==================== lut_neuron_loader
lut_neuron_loader, clock distribution:
Bar = 20 um.
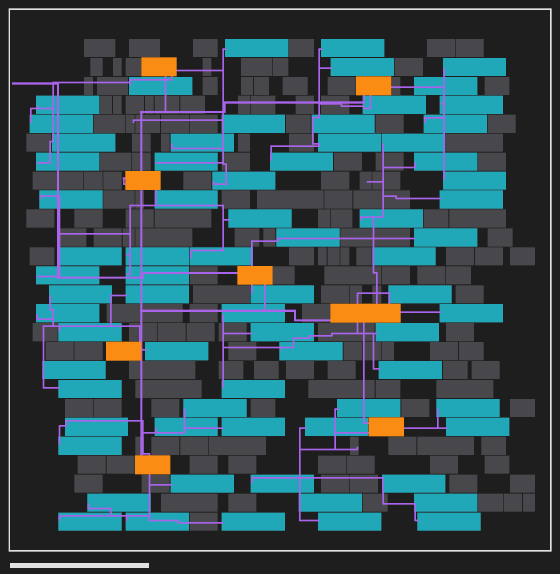

### src/rtl/lut_neuron_loader.sv
// Runtime-loadable LUT neuron: a valid/ready config stream fills a truth-table
// register, which then serves registered single-cycle lookups.
module lut_neuron_loader #(
    parameter int IN_BITS  = 6,
    parameter int OUT_BITS = 1,
    parameter int CFG_W    = 8
) (
    input  logic                clk,
    input  logic                rst_n,
    input  logic                cfg_start,
    input  logic                cfg_valid,
    output logic                cfg_ready,
    input  logic [CFG_W-1:0]    cfg_data,
    output logic                cfg_done,
    input  logic                in_valid,
    input  logic [IN_BITS-1:0]  in_data,
    output logic                out_valid,
    output logic [OUT_BITS-1:0] out_data,
    output logic                busy
);

    localparam int DEPTH  = 2 ** IN_BITS;
    localparam int TBITS  = DEPTH * OUT_BITS;
    localparam int NWORDS = (TBITS + CFG_W - 1) / CFG_W;
    localparam int PTR_W  = (NWORDS > 1) ? $clog2(NWORDS) : 1;

    typedef enum logic [1:0] {IDLE, LOAD, ACTIVE} state_t;

    state_t                         state, state_next;
    logic [PTR_W-1:0]               ptr;
    logic [DEPTH-1:0][OUT_BITS-1:0] tbl;
    logic                           accept, last_word, lookup;

    assign accept    = cfg_valid & cfg_ready;
    assign last_word = (ptr == PTR_W'(NWORDS - 1));
    assign lookup    = in_valid & (state == ACTIVE);

    // NOTE: sequential state uses non-blocking assignments so every flop samples pre-edge values.
    always_ff @(posedge clk or negedge rst_n) begin
        if (!rst_n) state <= IDLE;
        else        state <= state_next;
    end

    always_comb begin
        state_next = state;
        case (state)
            IDLE:    if (cfg_start) state_next = LOAD;
            LOAD:    if (cfg_start)                  state_next = LOAD;
                     else if (accept && last_word)   state_next = ACTIVE;
            ACTIVE:  if (cfg_start) state_next = LOAD;
            default: state_next = IDLE;
        endcase
    end

    always_comb begin
        cfg_ready = (state == LOAD) && !cfg_start;
        busy      = (state == LOAD);
    end

    always_ff @(posedge clk or negedge rst_n) begin
        if (!rst_n)                             ptr <= '0;
        else if (cfg_start || (accept && last_word)) ptr <= '0;
        else if (accept)                        ptr <= ptr + 1'b1;
    end

    // NOTE: the table is reset explicitly because reset must invalidate any loaded contents.
    // Padding bits of the final config word map to no table bit and are dropped.
    always_ff @(posedge clk or negedge rst_n) begin
        if (!rst_n) begin
            tbl <= '0;
        end else if (accept) begin
            for (int i = 0; i < TBITS; i++) begin
                if (ptr == PTR_W'(i / CFG_W))
                    tbl[i / OUT_BITS][i % OUT_BITS] <= cfg_data[i % CFG_W];
            end
        end
    end

    // Lookup reads the table before any same-cycle reload write lands.
    always_ff @(posedge clk or negedge rst_n) begin
        if (!rst_n) begin
            cfg_done  <= 1'b0;
            out_valid <= 1'b0;
            out_data  <= '0;
        end else begin
            cfg_done  <= accept & last_word;
            out_valid <= lookup;
            if (lookup) out_data <= tbl[in_data];
        end
    end

endmodule
### config.mk
export PLATFORM = sky130hd
export DESIGN_NAME = lut_neuron_loader
export DESIGN_NICKNAME = d
export VERILOG_FILES = /design/src/rtl/lut_neuron_loader.sv
export SDC_FILE = /design/constraint.sdc
export NUM_CORES = 1
export LEC_CHECK = 0
export CORE_MARGIN = 2
export CORE_UTILIZATION = 63
export CTS_CLUSTER_SIZE = 30
export DETAILED_ROUTE_END_ITERATION = 8
export GPL_TIMING_DRIVEN = 1
export HOLD_SLACK_MARGIN = 0.03
export MAX_ROUTING_LAYER = met4
export PLACE_DENSITY_LB_ADDON = 0.12
export SYNTH_ARGS = -nofsm -noshare
export SYNTH_HDL_FRONTEND = slang
export SYNTH_SLANG_ARGS = --single-unit
export TNS_END_PERCENT = 20
### constraint.sdc
create_clock -name clk -period 5.3 [get_ports clk]
set_clock_uncertainty 0.2 [all_clocks]
set_input_delay 0.53 -clock clk [delete_from_list [all_inputs] [get_ports clk]]
set_output_delay 0.53 -clock clk [all_outputs]
set_load 0.02 [all_outputs]
==================== sync_fifo_burst_reader
**src/rtl/sync_fifo_pkg.sv**
```systemverilog
// Shared types and default widths for the synchronous FIFO burst reader.
`timescale 1ns/1ps
package sync_fifo_pkg;

    localparam int DATA_WIDTH_DEF = 16;
    localparam int LEN_WIDTH_DEF  = 8;

    typedef enum logic [1:0] {
        IDLE  = 2'd0,
        RUN   = 2'd1,
        DRAIN = 2'd2,
        DONE  = 2'd3
    } rd_state_t;

endpackage

```
**src/rtl/fifo_skid_buf.sv**
```systemverilog
// Two-entry in-order {last,data} buffer; entry 0 is always the head.
`timescale 1ns/1ps
module fifo_skid_buf #(
    parameter int DATA_WIDTH = 16
) (
    input  logic                  clk,
    input  logic                  rst,
    input  logic                  push,
    input  logic [DATA_WIDTH-1:0] push_data,
    input  logic                  push_last,
    input  logic                  pop,
    output logic [1:0]            cnt,
    output logic [DATA_WIDTH-1:0] head_data,
    output logic                  head_last
);

    logic [DATA_WIDTH-1:0] e0_data_q, e0_data_d;
    logic [DATA_WIDTH-1:0] e1_data_q, e1_data_d;
    logic                  e0_last_q, e0_last_d;
    logic                  e1_last_q, e1_last_d;
    logic [1:0]            cnt_q, cnt_d;

    // Pop is applied first so a same-cycle push lands in the slot it frees.
    always_comb begin
        e0_data_d = e0_data_q;
        e0_last_d = e0_last_q;
        e1_data_d = e1_data_q;
        e1_last_d = e1_last_q;
        cnt_d     = cnt_q;
        if (pop && cnt_q != 2'd0) begin
            e0_data_d = e1_data_q;
            e0_last_d = e1_last_q;
            cnt_d     = cnt_q - 2'd1;
        end
        if (push && cnt_d != 2'd2) begin
            if (cnt_d == 2'd0) begin
                e0_data_d = push_data;
                e0_last_d = push_last;
            end else begin
                e1_data_d = push_data;
                e1_last_d = push_last;
            end
            cnt_d = cnt_d + 2'd1;
        end
    end

    always_ff @(posedge clk) begin
        if (rst) begin
            e0_data_q <= '0;
            e0_last_q <= 1'b0;
            e1_data_q <= '0;
            e1_last_q <= 1'b0;
            cnt_q     <= 2'd0;
        end else begin
            e0_data_q <= e0_data_d;
            e0_last_q <= e0_last_d;
            e1_data_q <= e1_data_d;
            e1_last_q <= e1_last_d;
            cnt_q     <= cnt_d;
        end
    end

    assign cnt       = cnt_q;
    assign head_data = e0_data_q;
    assign head_last = e0_last_q;

endmodule

```
**src/rtl/sync_fifo_burst_reader.sv**
```systemverilog
// Burst read master: pops burst_len words from a show-ahead FIFO and streams them out.
`timescale 1ns/1ps
module sync_fifo_burst_reader
    import sync_fifo_pkg::*;
#(
    parameter int DATA_WIDTH = DATA_WIDTH_DEF,
    parameter int LEN_WIDTH  = LEN_WIDTH_DEF
) (
    input  logic                  clk,
    input  logic                  rst,
    input  logic                  start,
    input  logic [LEN_WIDTH-1:0]  burst_len,
    output logic                  busy,
    output logic                  done,
    output logic                  fifo_rd,
    input  logic [DATA_WIDTH-1:0] fifo_do,
    input  logic                  fifo_empty,
    output logic                  m_valid,
    output logic [DATA_WIDTH-1:0] m_data,
    output logic                  m_last,
    input  logic                  m_ready,
    output rd_state_t             dbg_state
);

    // Stream handshake: a word transfers on every cycle where m_valid & m_ready.
    // m_valid never drops and m_data/m_last hold while m_ready is low.

    rd_state_t            state_q, state_d;
    logic [LEN_WIDTH-1:0] rem_q, rem_d;
    logic [1:0]           cnt;
    logic [DATA_WIDTH-1:0] head_data;
    logic                 head_last;
    logic                 beat;

    // Pop decision uses only registered state and fifo_empty, so it never
    // combinationally depends on the downstream consumer.
    assign fifo_rd = ~rst & (state_q == RUN) & (rem_q != '0) & ~fifo_empty & (cnt < 2'd2);
    assign beat    = m_valid & m_ready;

    always_comb begin
        state_d = state_q;
        rem_d   = rem_q;
        busy    = 1'b0;
        done    = 1'b0;
        case (state_q)
            IDLE: begin
                if (start) begin
                    if (burst_len != '0) begin
                        state_d = RUN;
                        rem_d   = burst_len;
                    end else begin
                        state_d = DONE;
                    end
                end
            end
            RUN: begin
                busy = 1'b1;
                if (fifo_rd) begin
                    rem_d = rem_q - LEN_WIDTH'(1);
                    if (rem_q == LEN_WIDTH'(1)) begin
                        state_d = DRAIN;
                    end
                end
            end
            DRAIN: begin
                busy = 1'b1;
                if (beat && head_last) begin
                    state_d = DONE;
                end
            end
            DONE: begin
                done    = 1'b1;
                state_d = IDLE;
            end
            default: state_d = IDLE;
        endcase
    end

    always_ff @(posedge clk) begin
        if (rst) begin
            state_q <= IDLE;
            rem_q   <= '0;
        end else begin
            state_q <= state_d;
            rem_q   <= rem_d;
        end
    end

    fifo_skid_buf #(
        .DATA_WIDTH(DATA_WIDTH)
    ) u_skid (
        .clk       (clk),
        .rst       (rst),
        .push      (fifo_rd),
        .push_data (fifo_do),
        .push_last (rem_q == LEN_WIDTH'(1)),
        .pop       (beat),
        .cnt       (cnt),
        .head_data (head_data),
        .head_last (head_last)
    );

    assign m_valid   = (cnt != 2'd0);
    assign m_data    = head_data;
    assign m_last    = head_last & m_valid;
    assign dbg_state = state_q;

endmodule
```
**config.mk**
```make
export PLATFORM = sky130hd
export DESIGN_NAME = sync_fifo_burst_reader
export DESIGN_NICKNAME = d
export VERILOG_FILES = /design/src/rtl/sync_fifo_pkg.sv /design/src/rtl/fifo_skid_buf.sv /design/src/rtl/sync_fifo_burst_reader.sv
export SDC_FILE = /design/constraint.sdc
export NUM_CORES = 1
export LEC_CHECK = 0
export CAP_MARGIN = 20
export CORE_ASPECT_RATIO = 0.8
export CORE_UTILIZATION = 48
export CTS_BUF_LIST = sky130_fd_sc_hd__clkbuf_2 sky130_fd_sc_hd__clkbuf_4 sky130_fd_sc_hd__clkbuf_8
export DETAILED_ROUTE_END_ITERATION = 12
export PLACE_DENSITY_LB_ADDON = 0.2
export SLEW_MARGIN = 20
export SYNTH_ARGS = -nofsm -noshare
export SYNTH_HDL_FRONTEND = slang
export SYNTH_SLANG_ARGS = --single-unit
```
**constraint.sdc**
```tcl
create_clock -name clk -period 2.3 [get_ports clk]
set_clock_uncertainty 0.2 [all_clocks]
set_input_delay 0.46 -clock clk [delete_from_list [all_inputs] [get_ports clk]]
set_output_delay 0.46 -clock clk [all_outputs]
set_load 0.05 [all_outputs]
```
==================== pixel_line_fetcher
**config.mk**
```make
export PLATFORM = sky130hd
export DESIGN_NAME = pixel_line_fetcher
export DESIGN_NICKNAME = d
export VERILOG_FILES = /design/src/rtl/pixel_line_fetcher_pkg.sv /design/src/rtl/pixel_line_fetcher_fifo.sv /design/src/rtl/pixel_line_fetcher.sv
export SDC_FILE = /design/constraint.sdc
export NUM_CORES = 1
export LEC_CHECK = 0
export ABC_CLOCK_PERIOD_IN_PS = 11750
export CORE_ASPECT_RATIO = 1.1
export CORE_MARGIN = 2
export CORE_UTILIZATION = 55
export CTS_BUF_LIST = sky130_fd_sc_hd__clkbuf_8
export DETAILED_ROUTE_END_ITERATION = 16
export HOLD_SLACK_MARGIN = 0.08
export PLACE_DENSITY = 0.82
export SLEW_MARGIN = 20
export SYNTH_ARGS = -nofsm -noshare
export SYNTH_HDL_FRONTEND = slang
export SYNTH_SLANG_ARGS = --single-unit
```
**constraint.sdc**
```tcl
create_clock -name clk_sys -period 11.75 [get_ports clk_sys]
set_clock_uncertainty 0.2 [all_clocks]
set_input_delay 1.7625 -clock clk_sys [delete_from_list [all_inputs] [get_ports clk_sys]]
set_output_delay 1.7625 -clock clk_sys [all_outputs]
set_load 0.1 [all_outputs]
```
**src/rtl/pixel_line_fetcher_pkg.sv**
```systemverilog
// Shared types and constants for the LED panel line fetcher.
// FSM encodings, RGB565 field widths, panel geometry, ppr clamp.
package pixel_line_fetcher_pkg;

  typedef enum logic [1:0] {
    S_IDLE  = 2'd0,
    S_FETCH = 2'd1,
    S_DRAIN = 2'd2,
    S_DONE  = 2'd3
  } fsm_state_t;

  localparam int RGB_R_W = 5;
  localparam int RGB_G_W = 6;
  localparam int RGB_B_W = 5;
  localparam int RGB565_W = RGB_R_W + RGB_G_W + RGB_B_W;

  localparam int HALF_ROWS_DEF = 32;

  function automatic logic [9:0] clamp_ppr(
    input logic [9:0] p,
    input int         max_p
  );
    if (int'(p) > max_p) return 10'(max_p);
    return p;
  endfunction

endpackage

```
**src/rtl/pixel_line_fetcher_fifo.sv**
```systemverilog
// pixel_pair_fifo: synchronous first-word-fall-through pair buffer.
// Ports: push/push_data in, pop in, pop_data/valid/count out.
module pixel_pair_fifo #(
  parameter  int WIDTH = 32,
  parameter  int DEPTH = 8,
  localparam int PW    = $clog2(DEPTH),
  localparam int CW    = $clog2(DEPTH + 1)
) (
  input  logic             clk,
  input  logic             rst,
  input  logic             push,
  input  logic [WIDTH-1:0] push_data,
  input  logic             pop,
  output logic [WIDTH-1:0] pop_data,
  output logic             valid,
  output logic [CW-1:0]    count
);

  logic [WIDTH-1:0] mem [DEPTH];
  logic [PW-1:0]    wr_ptr;
  logic [PW-1:0]    rd_ptr;
  logic             do_push;
  logic             do_pop;

  assign valid    = (count != '0);
  assign do_push  = push && (count != CW'(DEPTH));
  assign do_pop   = pop && valid;
  assign pop_data = valid ? mem[rd_ptr] : '0;

  always_ff @(posedge clk) begin
    if (do_push) mem[wr_ptr] <= push_data;
  end

  always_ff @(posedge clk or posedge rst) begin
    if (rst) begin
      wr_ptr <= '0;
      rd_ptr <= '0;
      count  <= '0;
    end else begin
      if (do_push) wr_ptr <= wr_ptr + PW'(1);
      if (do_pop)  rd_ptr <= rd_ptr + PW'(1);
      unique case ({do_push, do_pop})
        2'b10:   count <= count + CW'(1);
        2'b01:   count <= count - CW'(1);
        default: count <= count;
      endcase
    end
  end

endmodule

```
**src/rtl/pixel_line_fetcher.sv**
```systemverilog
// Fetches upper/lower row pair from frame buffer, streams pixel pairs.
// Ports: line control in, arbiter read port, pair stream out, status.
module pixel_line_fetcher
  import pixel_line_fetcher_pkg::*;
#(
  parameter int ADDRESS_WIDTH = 15,
  parameter int DATA_WIDTH    = RGB565_W,
  parameter int MAX_PIXELS    = 512,
  parameter int HALF_ROWS     = HALF_ROWS_DEF,
  parameter int FB_OFFSET     = 0,
  parameter int PAIR_DEPTH    = 8
) (
  input  logic                      clk_sys,
  input  logic                      reset,
  input  logic                      line_start,
  input  logic [4:0]                line_index,
  input  logic                      frame_buffer_select,
  input  logic [9:0]                pixels_per_row,
  output logic [ADDRESS_WIDTH-1:0]  address_mem,
  output logic                      wr_mem,
  output logic                      req_mem,
  input  logic                      fifo_full_mem,
  input  logic [DATA_WIDTH-1:0]     data_in_mem,
  input  logic                      data_in_ready_mem,
  output logic [2*DATA_WIDTH-1:0]   pix_data,
  output logic                      pix_valid,
  input  logic                      pix_ready,
  output logic                      busy,
  output logic                      line_done,
  output logic                      start_ignored
);

  localparam int AW   = ADDRESS_WIDTH;
  localparam int CRW  = $clog2(2 * PAIR_DEPTH + 1);
  localparam int CNTW = $clog2(PAIR_DEPTH + 1);

  fsm_state_t state;

  logic [9:0]    ppr_q;
  logic [AW-1:0] base_up;
  logic [AW-1:0] base_lo;
  logic [9:0]    col;
  logic          half;
  logic          all_issued;
  logic [CRW-1:0] credits;
  logic          word_sel;
  logic [DATA_WIDTH-1:0] upper_hold;
  logic [9:0]    pairs_rx;
  logic [CNTW-1:0] fifo_count;

  // Address math is done mod 2^AW throughout; wrap is intended.
  logic [9:0]    ppr_in;
  logic [AW-1:0] off_in;
  logic [AW-1:0] base_up_in;
  logic [AW-1:0] base_lo_in;
  logic [AW-1:0] next_addr;

  assign ppr_in = clamp_ppr(pixels_per_row, MAX_PIXELS);
  assign off_in = frame_buffer_select ? AW'(FB_OFFSET) : '0;
  assign base_up_in = off_in
    + AW'(line_index) * AW'(ppr_in);
  assign base_lo_in = off_in
    + (AW'(line_index) + AW'(HALF_ROWS)) * AW'(ppr_in);
  assign next_addr = (half ? base_lo : base_up) + AW'(col);

  logic          accept;
  logic          pop;
  logic          push;
  logic          rx_active;
  logic [CRW:0]  cred_nx;
  logic [CRW:0]  need;
  logic          slot_free;
  logic          can_issue;
  logic          last_req;
  logic          drain_ok;

  assign wr_mem    = 1'b0;
  assign accept    = req_mem & ~fifo_full_mem;
  assign pop       = pix_valid & pix_ready;
  assign rx_active = (state == S_FETCH) | (state == S_DRAIN);
  assign push      = rx_active & data_in_ready_mem & word_sel;

  // Credits as they will stand after this edge; a new request is
  // only presented when it is already covered by those credits.
  assign cred_nx = {1'b0, credits}
    - {{CRW{1'b0}}, accept}
    + (pop ? (CRW+1)'(2) : '0);
  // An upper request reserves room for its lower partner too.
  assign need      = half ? (CRW+1)'(1) : (CRW+1)'(2);
  assign slot_free = ~req_mem | accept;
  assign can_issue = (state == S_FETCH) & ~all_issued
    & slot_free & (cred_nx >= need);
  assign last_req  = half & (col == ppr_q - 10'd1);
  assign drain_ok  = (pairs_rx == ppr_q)
    & ((fifo_count == '0)
       | ((fifo_count == CNTW'(1)) & pop));

  pixel_pair_fifo #(
    .WIDTH (2 * DATA_WIDTH),
    .DEPTH (PAIR_DEPTH)
  ) u_fifo (
    .clk       (clk_sys),
    .rst       (reset),
    .push      (push),
    .push_data ({upper_hold, data_in_mem}),
    .pop       (pop),
    .pop_data  (pix_data),
    .valid     (pix_valid),
    .count     (fifo_count)
  );

  always_ff @(posedge clk_sys or posedge reset) begin
    if (reset) begin
      state         <= S_IDLE;
      ppr_q         <= '0;
      base_up       <= '0;
      base_lo       <= '0;
      col           <= '0;
      half          <= 1'b0;
      all_issued    <= 1'b0;
      credits       <= CRW'(2 * PAIR_DEPTH);
      word_sel      <= 1'b0;
      upper_hold    <= '0;
      pairs_rx      <= '0;
      req_mem       <= 1'b0;
      address_mem   <= '0;
      busy          <= 1'b0;
      line_done     <= 1'b0;
      start_ignored <= 1'b0;
    end else begin
      line_done     <= 1'b0;
      start_ignored <= line_start & (state != S_IDLE);
      credits       <= cred_nx[CRW-1:0];

      if (can_issue) begin
        req_mem     <= 1'b1;
        address_mem <= next_addr;
        half        <= ~half;
        if (half) col <= col + 10'd1;
        if (last_req) all_issued <= 1'b1;
      end else if (accept) begin
        req_mem <= 1'b0;
      end

      if (rx_active && data_in_ready_mem) begin
        word_sel <= ~word_sel;
        if (!word_sel) upper_hold <= data_in_mem;
        else pairs_rx <= pairs_rx + 10'd1;
      end

      unique case (state)
        S_IDLE: begin
          if (line_start) begin
            ppr_q      <= ppr_in;
            base_up    <= base_up_in;
            base_lo    <= base_lo_in;
            col        <= '0;
            half       <= 1'b0;
            all_issued <= 1'b0;
            pairs_rx   <= '0;
            word_sel   <= 1'b0;
            busy       <= 1'b1;
            state <= (ppr_in == '0) ? S_DONE : S_FETCH;
          end
        end
        S_FETCH: begin
          if (accept && all_issued) state <= S_DRAIN;
        end
        S_DRAIN: begin
          if (drain_ok) state <= S_DONE;
        end
        S_DONE: begin
          state     <= S_IDLE;
          busy      <= 1'b0;
          line_done <= 1'b1;
        end
      endcase
    end
  end

endmodule

```
==================== bn_act_stream
### config.mk
export PLATFORM = sky130hd
export DESIGN_NAME = bn_act_stream
export DESIGN_NICKNAME = d
export VERILOG_FILES = /design/src/rtl/bn_act_stream.sv
export SDC_FILE = /design/constraint.sdc
export NUM_CORES = 2
export LEC_CHECK = 0
export ABC_AREA = 1
export CAP_MARGIN = 20
export CORE_ASPECT_RATIO = 0.8
export CORE_UTILIZATION = 57
export DETAILED_ROUTE_END_ITERATION = 10
export MAX_ROUTING_LAYER = met4
export PLACE_DENSITY = 0.86
export SYNTH_ARGS = -nofsm -noshare
export SYNTH_HDL_FRONTEND = slang
export SYNTH_SLANG_ARGS = --single-unit
### constraint.sdc
create_clock -name clk -period 8.45 [get_ports clk]
set_input_delay 0.845 -clock clk [delete_from_list [all_inputs] [get_ports clk]]
set_output_delay 0.845 -clock clk [all_outputs]
set_load 0.1 [all_outputs]
### src/rtl/bn_act_stream.sv
// Streaming fixed-point batch-norm (y = a*x + b, rounded shift) plus activation, LANES channels per beat.
// Ports: clk/rst (sync active-high); cfg_* writes per-channel a/b; mode_i/cap_val_i select activation;
//        in_* / out_* are valid-ready streams. Latency 4 cycles after the accept edge; global stall when out is blocked.
module bn_act_stream #(
    parameter int LANES   = 2,
    parameter int NO_CH   = 8,
    parameter int BW_IN   = 12,
    parameter int BW_A    = 12,
    parameter int BW_B    = 16,
    parameter int BW_OUT  = 12,
    parameter int R_SHIFT = 6,
    parameter int ROUND   = 1
) (
    input  logic                        clk,
    input  logic                        rst,
    input  logic                        cfg_we_i,
    input  logic [$clog2(NO_CH)-1:0]    cfg_addr_i,
    input  logic signed [BW_A-1:0]      cfg_a_i,
    input  logic signed [BW_B-1:0]      cfg_b_i,
    input  logic [1:0]                  mode_i,
    input  logic signed [BW_OUT-1:0]    cap_val_i,
    input  logic                        in_valid_i,
    output logic                        in_ready_o,
    input  logic [LANES*BW_IN-1:0]      in_data_i,
    input  logic                        in_last_i,
    output logic                        out_valid_o,
    input  logic                        out_ready_i,
    output logic [LANES*BW_OUT-1:0]     out_data_o,
    output logic                        out_last_o
);

    localparam int AW = $clog2(NO_CH);
    localparam int G  = NO_CH / LANES;
    localparam int GW = (G > 1) ? $clog2(G) : 1;
    localparam int MW = BW_A + BW_IN;   // product width
    localparam int SW = MW + 1;         // product + bias
    localparam int HW = SW + 1;         // guard bit for the rounding add
    localparam logic signed [HW-1:0] PMAX = HW'((2 ** (BW_OUT - 1)) - 1);
    localparam logic signed [HW-1:0] NMIN = HW'(-(2 ** (BW_OUT - 1)));
    localparam logic signed [HW-1:0] RND  = (ROUND != 0) ? HW'(2 ** (R_SHIFT - 1)) : '0;

    // Coefficient register file
    logic signed [BW_A-1:0] a_q [NO_CH];
    logic signed [BW_B-1:0] b_q [NO_CH];
    logic                   addr_ok;

    // Group counter
    logic [GW-1:0] g_q, g_d;

    // Stage 0: accepted beat with its coefficients and controls
    logic                     v0_q, l0_q;
    logic signed [BW_IN-1:0]  x0_q [LANES];
    logic signed [BW_A-1:0]   a0_q [LANES];
    logic signed [BW_B-1:0]   b0_q [LANES], b0_d [LANES];
    logic signed [BW_A-1:0]   a0_d [LANES];
    logic signed [BW_IN-1:0]  x0_d [LANES];
    logic [1:0]               m0_q;
    logic signed [BW_OUT-1:0] c0_q;
    logic [AW-1:0]            ch_idx [LANES];

    // Stage 1: product
    logic                     v1_q, l1_q;
    logic signed [MW-1:0]     p1_q [LANES], p1_d [LANES];
    logic signed [BW_B-1:0]   b1_q [LANES];
    logic [1:0]               m1_q;
    logic signed [BW_OUT-1:0] c1_q;

    // Stage 2: biased sum
    logic                     v2_q, l2_q;
    logic signed [SW-1:0]     s2_q [LANES], s2_d [LANES];
    logic [1:0]               m2_q;
    logic signed [BW_OUT-1:0] c2_q;

    // Stage 3: rounded, shifted value
    logic                     v3_q, l3_q;
    logic signed [HW-1:0]     h3_q [LANES], h3_d [LANES];
    logic signed [HW-1:0]     rnd  [LANES];
    logic [1:0]               m3_q;
    logic signed [BW_OUT-1:0] c3_q;

    // Stage 4: output register
    logic                      out_valid_q, out_last_q;
    logic [LANES*BW_OUT-1:0]   out_data_q, out_data_d;

    logic en, accept;

    // Whole pipeline advances together; a blocked output freezes every stage, bubbles included.
    assign en         = out_ready_i | ~out_valid_q;
    assign accept     = in_valid_i & en;
    assign in_ready_o = en;
    assign addr_ok    = (32'(cfg_addr_i) < NO_CH);

    assign out_valid_o = out_valid_q;
    assign out_data_o  = out_data_q;
    assign out_last_o  = out_last_q;

    function automatic logic signed [BW_OUT-1:0] activate(
        input logic signed [HW-1:0]     sh,
        input logic [1:0]               mode,
        input logic signed [BW_OUT-1:0] cap
    );
        logic signed [HW-1:0] r;
        logic signed [HW-1:0] capx;
        capx = HW'(cap);
        if (mode[1]) begin
            if (sh > PMAX)      r = PMAX;
            else if (sh < NMIN) r = NMIN;
            else                r = sh;
        end else begin
            if (sh[HW-1])       r = '0;
            else if (sh > PMAX) r = PMAX;
            else                r = sh;
            // A negative cap disables the clamp, leaving plain ReLU.
            if (mode[0] && !cap[BW_OUT-1] && (r > capx)) r = capx;
        end
        return BW_OUT'(r);
    endfunction

    always_comb begin
        if (in_last_i)                g_d = '0;
        else if (32'(g_q) == G - 1)   g_d = '0;
        else                          g_d = g_q + 1'b1;

        out_data_d = '0;
        for (int l = 0; l < LANES; l++) begin
            ch_idx[l] = AW'(int'(g_q) * LANES + l);
            x0_d[l]   = in_data_i[l*BW_IN +: BW_IN];
            a0_d[l]   = a_q[ch_idx[l]];
            b0_d[l]   = b_q[ch_idx[l]];
            p1_d[l]   = MW'(a0_q[l]) * MW'(x0_q[l]);
            s2_d[l]   = SW'(p1_q[l]) + SW'(b1_q[l]);
            rnd[l]    = HW'(s2_q[l]) + RND;
            h3_d[l]   = rnd[l] >>> R_SHIFT;
            out_data_d[l*BW_OUT +: BW_OUT] = activate(h3_q[l], m3_q, c3_q);
        end
    end

    // Coefficient file and group counter are independent of the stall.
    always_ff @(posedge clk) begin
        if (rst) begin
            g_q <= '0;
            for (int c = 0; c < NO_CH; c++) begin
                a_q[c] <= '0;
                b_q[c] <= '0;
            end
        end else begin
            if (accept) g_q <= g_d;
            if (cfg_we_i && addr_ok) begin
                a_q[cfg_addr_i] <= cfg_a_i;
                b_q[cfg_addr_i] <= cfg_b_i;
            end
        end
    end

    always_ff @(posedge clk) begin
        if (rst) begin
            v0_q <= 1'b0; l0_q <= 1'b0; m0_q <= '0; c0_q <= '0;
            v1_q <= 1'b0; l1_q <= 1'b0; m1_q <= '0; c1_q <= '0;
            v2_q <= 1'b0; l2_q <= 1'b0; m2_q <= '0; c2_q <= '0;
            v3_q <= 1'b0; l3_q <= 1'b0; m3_q <= '0; c3_q <= '0;
            out_valid_q <= 1'b0;
            out_last_q  <= 1'b0;
            out_data_q  <= '0;
            for (int l = 0; l < LANES; l++) begin
                x0_q[l] <= '0; a0_q[l] <= '0; b0_q[l] <= '0;
                p1_q[l] <= '0; b1_q[l] <= '0;
                s2_q[l] <= '0;
                h3_q[l] <= '0;
            end
        end else if (en) begin
            v0_q <= in_valid_i; l0_q <= in_last_i; m0_q <= mode_i; c0_q <= cap_val_i;
            v1_q <= v0_q;       l1_q <= l0_q;      m1_q <= m0_q;   c1_q <= c0_q;
            v2_q <= v1_q;       l2_q <= l1_q;      m2_q <= m1_q;   c2_q <= c1_q;
            v3_q <= v2_q;       l3_q <= l2_q;      m3_q <= m2_q;   c3_q <= c2_q;
            out_valid_q <= v3_q;
            out_last_q  <= l3_q;
            out_data_q  <= out_data_d;
            for (int l = 0; l < LANES; l++) begin
                x0_q[l] <= x0_d[l]; a0_q[l] <= a0_d[l]; b0_q[l] <= b0_d[l];
                p1_q[l] <= p1_d[l]; b1_q[l] <= b0_q[l];
                s2_q[l] <= s2_d[l];
                h3_q[l] <= h3_d[l];
            end
        end
    end

endmodule

bn_act_stream, sequential cells coloured by netlist name:
Other sequential cells in the stronger grey, the rest of the logic in the fainter grey.
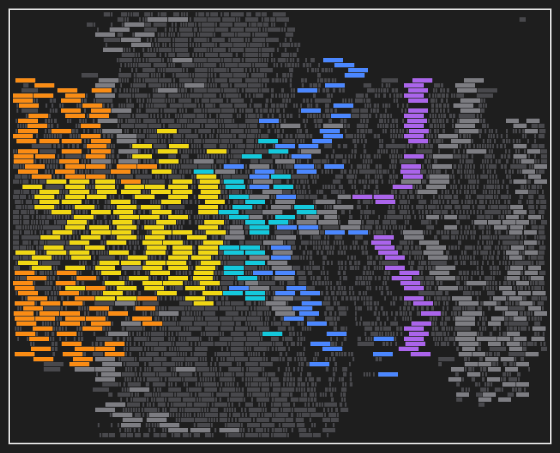
legend:
  purple:
    netlist_name: `s2_q`
    sequential_cells: 40
  cyan:
    netlist_name: `b0_q`
    sequential_cells: 32
    where: middle
  yellow:
    netlist_name: `b_q`
    sequential_cells: 128
    where: left middle
  blue:
    netlist_name: `p1_q`
    sequential_cells: 48
  orange:
    netlist_name: `a_q`
    sequential_cells: 96
not coloured: 214

bn_act_stream, clock distribution:
Bar = 100 um.
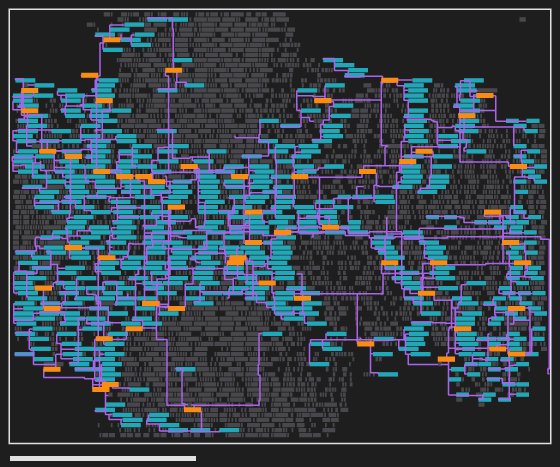
legend:
  orange:
    item: clock-net drivers
    count: 56
  cyan:
    item: flip-flops
    count: 558
  purple:
    item: clock wires
    length: 6850 um
routed clock nets: 57

==> qor.yml, bn_act_stream <==
outcome: "complete, no violations"
top_logic_kind: "adder cells"
crit_buf_inv: 6
critical_path.top_delay_family: "adder cells"
routed_wl_mm: 90.8
cts-root-buf: "clkbuf_16"
crit-reg2reg-launch: "x0_q[0][0]$_SDFFCE_PN0P_"
initCoreUtil_pct: 57.6
finalPower_mw: 9.56
p_comb_mw: 3.41
gp_congestion: 0.973
netlist-cell-type-count: 51
timing.fmax_mhz: 177
io-pin-count: 102
buf_share_pct: 3.24
post_cts_buffers: 0
row_count: 84
worstSetupEndpoint: "p1_q[0][22]$_SDFFCE_PN0P_"
top_usage_layer: "met2"
synthArstFlopShare_pct: 0
setup_viol: 0
logic_gate_count: 2816
hp-class: "flip-flop to flip-flop"
top_regs: "b_q: 128 flops, a_q: 96 flops, p1_q: 48 flops"
power-top-group: "registers"
post-route-min-period_ns: 5.64
synth_area_um2: 37800
worstPathMaxFanout: 12
fin_crit_sh_pct: 66.8
drt_iter0_markers: 3205
yosysWarnings: 0
grt-ovfl-total: 0
slew_headroom_pct: 25.2
die_y_um: 232
htreeDepth: 2
cp.arrival_ns: 6.09
logic_area_um2: 18300
grt_setup_unrepaired: "false"
drive_gt1_share_pct: 4.02
syn-instance-count: 4335
seq_cells: 558
dp.cells: 5175
synth-xor-area-share_pct: 0.603
use_met1_pct: 38.3
cp_common_cell: "inv_1"
place_hpwl_mm: 63.5
tightest_slew_ns: 1.12
p_clk_mw: 2.57
cts_resized: 0
grt_pass1_wl_mm: 145
first_global_vias: 28188
worst_hold_path.endpoint: "out_data_o[17]$_SDFFE_PP0N_"
design_area_um2: 41500
die_w_um: 290
power_switching_mw: 3.61
chip_area_um2: 67300
end_kind: "flip-flop"
portBuffers: 101
largest_reg_flops: 128
core_um2: 65600
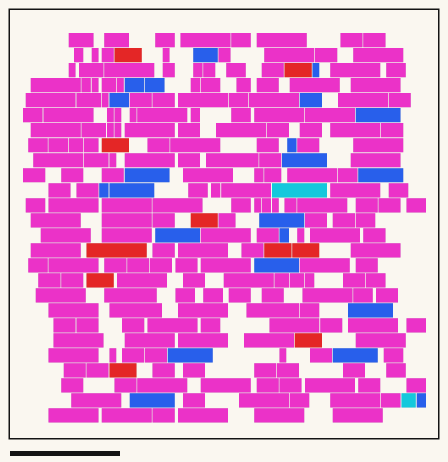
lut_neuron_loader: cells by drive strength
Bar = 20 um.
legend:
  red:
    size: x6 and larger
    cells: 10
    share: 4.0%
  cyan:
    size: x3 and x4
    cells: 2
    share: 0.80%
  blue:
    size: x2
    cells: 22
    share: 8.8%
  magenta:
    size: x1 and smaller
    cells: 215
    share: 86%

Notes on 'clock distribution' of lut_neuron_loader above:
legend:
  purple:
    item: clock wires
    length: 815 um
  cyan:
    item: flip-flops
    count: 72
  orange:
    item: clock-net drivers
    count: 9
flops lie: widely spread

==> qor.yml, lut_neuron_loader <==
outcome: "complete, no violations"
largest_reg_flops: 64
clock_cell_area_share_pct: 4.70
diodes: 0
cp.depth: 6
fin_crit_sh_pct: 56.3
fin_nets: 269
regArea_um2: 1800
edf_count: 0
syn_avg_cell_area_um2: 15.6
p_int_mw: 0.938
p_clk_mw: 0.410
cts.sink_count: 72
regMostFlops: "tbl"
clock_buffers: 12
end_kind: "flip-flop"
yosysWarnings: 0
n_all_inverters: 5
wl_per_cell_um: 21.7
buffers: 24
critical_path.top_delay_family: "buffers and inverters"
cts_tree: "built"
grt-ovfl-total: 0
place_hpwl_mm: 4.65
nWellTaps: 70
route.met2.wl_mm: 3.50
tightest_slew_ns: 0.983
synth_area_leader_cell: "dfrtp_1"
p_sw_share_pct: 24.8
cp_common_cell: "mux2i_1"
buf_share_pct: 6.08
row_count: 26
worst_ir_drop_vdd_mv: 0.248
grt_use_met2_pct: 43.5
dominant_cells: "registers"
aoi_share_pct: 2.46
io-pin-count: 24
crit_start: "in_data[0]"
drcViolationCount: 0
p_comb_mw: 0.170
whs_ns: 0.183
logic_gate_count: 132
critPathMaxStageDelay_ns: 1.11
flop_cell: "dfrtp_1"
use_met1_pct: 31.9
cts_inserted_buffers: 9
synthesis.nets: 243
htreeDepth: 3
worstPathRequired_ns: 5.32
grt_pass1_wl_mm: 11.3
postSynthSeqShare_pct: 52.9
post-synth-top-count-cell: "dfrtp_1"
routed_wl_mm: 6.91
top_logic_kind: "multiplexers"
seq_area_share_pct: 47.0
cp-start-kind: "input pin"
chip_area_um2: 6010
common_cells: "dfrtp_1, mux2_1, mux4_2"
finalWorstSetupSlack_ns: 2.32
path_clk_slew_ns: 0.07
portBuffers: 23
top_regs: "tbl: 64 flops, ptr: 3 flops, state: 2 flops"
crit_type: "input pin to flip-flop"
clk-insertion-delay-late_ns: 0.34
yosys-stat-cells: 218
cts_hold_buf: 0
post-route-util_pct: 74.0
setup_viol: 0
finalPower_mw: 1.25
first_global_vias: 2148
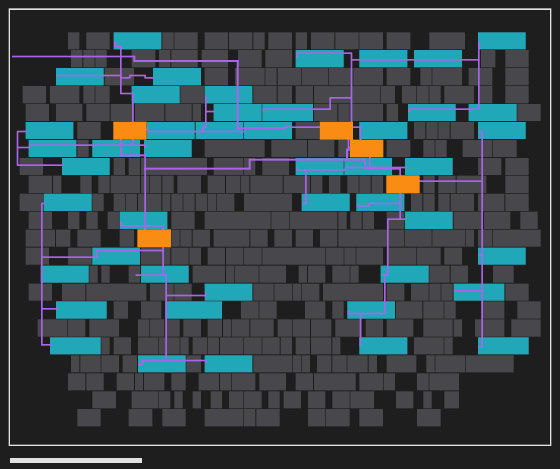
sync_fifo_burst_reader: clock distribution
Bar = 20 um.
legend:
  cyan:
    item: flip-flops
    count: 46
  orange:
    item: clock-net drivers
    count: 5
  purple:
    item: clock wires
    length: 518 um
routed clock nets: 6

==> qor.yml, sync_fifo_burst_reader <==
clock_buffers: 6
outcome: "finished, violations left"
violations: "negative setup slack"
whs_path_depth: 2
finalWorstSetupSlack_ns: -0.217
path_cells: "inv_2, ha_4, or4b_4, o211ai_1, buf_4, inv_4, buf_8"
synth_area_um2: 2450
logic_gate_count: 197
seq_cells: 46
worst_ir_drop_vdd_mv: 0.944
wirelength_met1_mm: 3.48
ys_chip_area_um2: 2450
drcViolationCount: 0
drv_slew: 0
top_layer: "met4"
cap_violations: 0
synth-xor-area-share_pct: 0.358
dr_total_vias: 2598
ys.flops: 46
n_all_inverters: 15
via_per_inst: 6.10
layout_top_cell: "clkdlybuf4s50_1"
setup_viol: 17
clock_cell_area_share_pct: 2.51
htreeDepth: 2
ys_sh_adder_pct: 5.11
use_met3_pct: 5.66
clk-insertion-delay-late_ns: 0.29
power_switching_mw: 2.02
buffers: 100
critical_path.top_delay_family: "simple AND/OR/NAND/NOR gates"
dpl_cell_area_um2: 3210
postSynthSeqShare_pct: 37.6
portBuffers: 51
whs_ns: 0.277
p_comb_mw: 2.94
top_usage_layer: "met2"
grt-ovfl-total: 0
worstSetupEndpoint: "fifo_rd"
gp_congestion: 0.848
yosys-stat-cells: 277
worstPathRequired_ns: 1.64
regArea_um2: 931
pixel_line_fetcher, cells by drive strength:
Bar = 50 um.
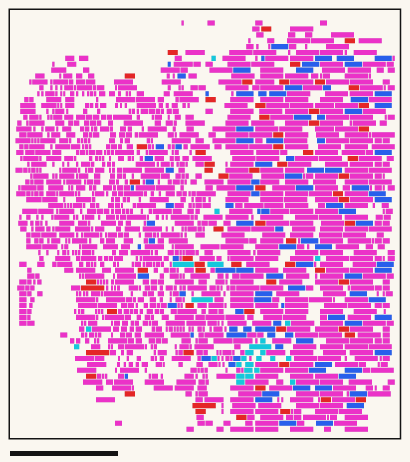
legend:
  magenta:
    size: x1 and smaller
    cells: 1319
    share: 87%
  red:
    size: x6 and larger
    cells: 65
    share: 4.3%
  cyan:
    size: x3 and x4
    cells: 26
    share: 1.7%
  blue:
    size: x2
    cells: 109
    share: 7.2%

==> qor.yml, pixel_line_fetcher <==
ys_sh_adder_pct: 11.6
nWellTaps: 432
leakagePower_nw: 8.56
edf_count: 256
logic_area_um2: 7710
detailedPlace.worstSlack_ns: 4.24
top_regs: "u_fifo.mem: 256 flops, upper_hold: 16 flops"
seq_power_mw: 1.90
grt-ovfl-total: 0
cp.arrival_ns: 7.11
cap_violations: 0
final_cells: 1951
cts_hold_buf: 0
post-route-min-period_ns: 6.89
dpl_cell_area_um2: 20200
cp_slowest_cell: "clkdlybuf4s50_1"
die_y_um: 198
nFillCells: 2396
outcome: "complete, no violations"
clock_cell_area_share_pct: 5.01
die_w_um: 180
worst_ir_drop_vdd_mv: 0.183
initCoreUtil_pct: 56.1
netlist-cell-type-count: 68
dp.cells: 1856
antenna_found_initial: 0
flop_cell: "edfxtp_1"
yosys-top-cells-area: "edfxtp_1, dfrtp_1, mux4_2"
yosysWarnings: 0
cts-root-buf: "clkbuf_8"
p_clk_mw: 0.998
rrSetupSlack_ns: 7.19
whs_ns: 0.281
area_growth_syn_to_layout_pct: 13.0
wl_per_cell_um: 19.1
via_per_inst: 5.64
portBuffers: 88
drv_slew: 0
cts_inserted_buffers: 53

==> notes/layouts.md <==
Pictures saved along the way, in no particular order.

Clock wiring as the flow saved it.
Plate I
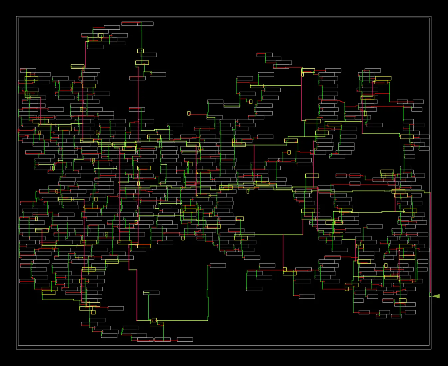
Plate II
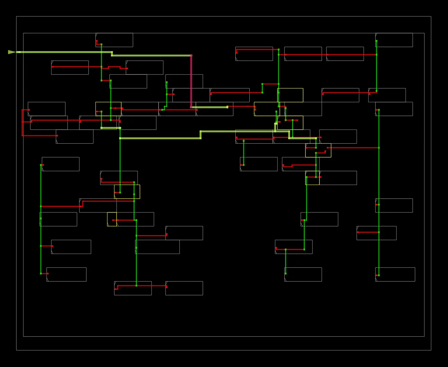
Plate III
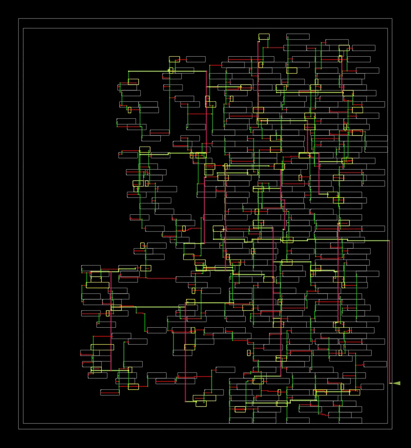
Plate IV
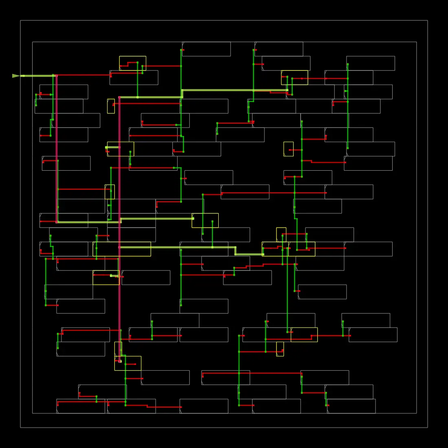
The one with the fewest clock buffers is Plate II.
The one with the most sequential cells is Plate I.
Plate III comes from pixel_line_fetcher.
Plate I comes from bn_act_stream.
Plate IV comes from lut_neuron_loader.
Plate II comes from sync_fifo_burst_reader.



==> gallery <==
The metal 4 layer.
Supply wires on this layer in grey.
(a)
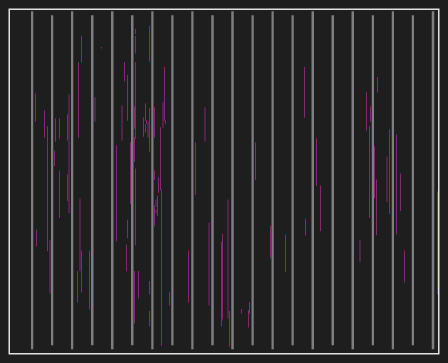
(b)
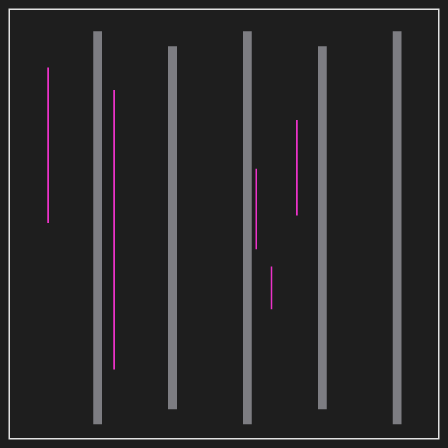
(c)
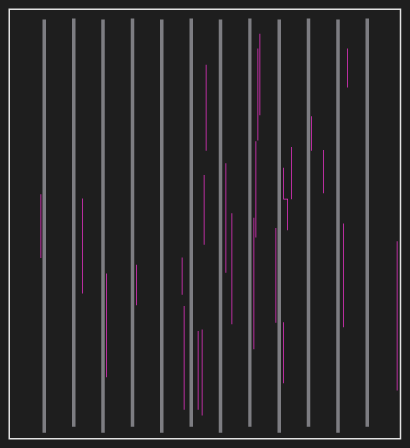
(b): lut_neuron_loader
(c): pixel_line_fetcher
(a): bn_act_stream


==> screenshots <==
Sequential cells coloured by netlist name.
Other sequential cells in the stronger grey, the rest of the logic in the fainter grey.
image #1
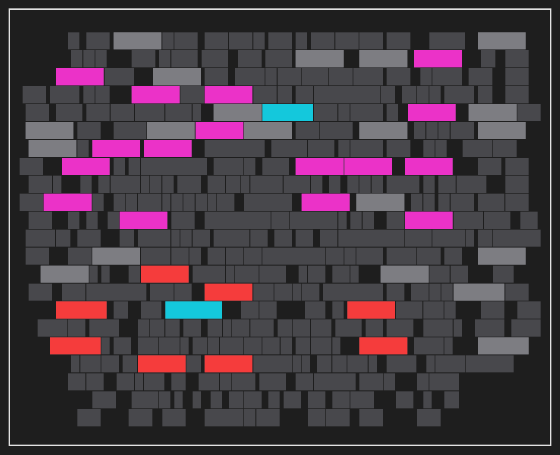
image #2
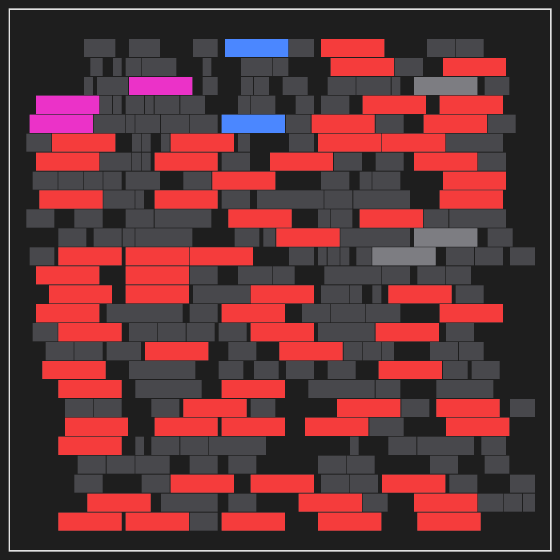
image #3
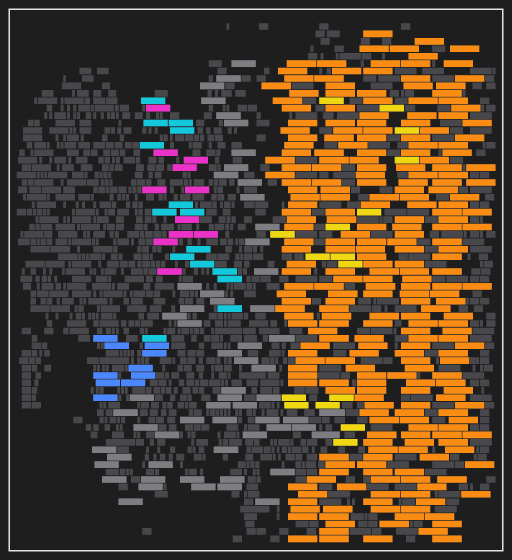
| picture | from |
|---|---|
| image #1 | sync_fifo_burst_reader |
| image #3 | pixel_line_fetcher |
| image #2 | lut_neuron_loader |
- most sequential cells: image #3
- fewest cells: image #2

Key to image #2:
legend:
  magenta:
    netlist_name: `ptr`
    sequential_cells: 3
  blue:
    netlist_name: `state`
    sequential_cells: 2
  red:
    netlist_name: `tbl`
    sequential_cells: 64
    where: widely spread
not coloured: 3

No activity file was given, so power comes from the tool's default toggle rates.
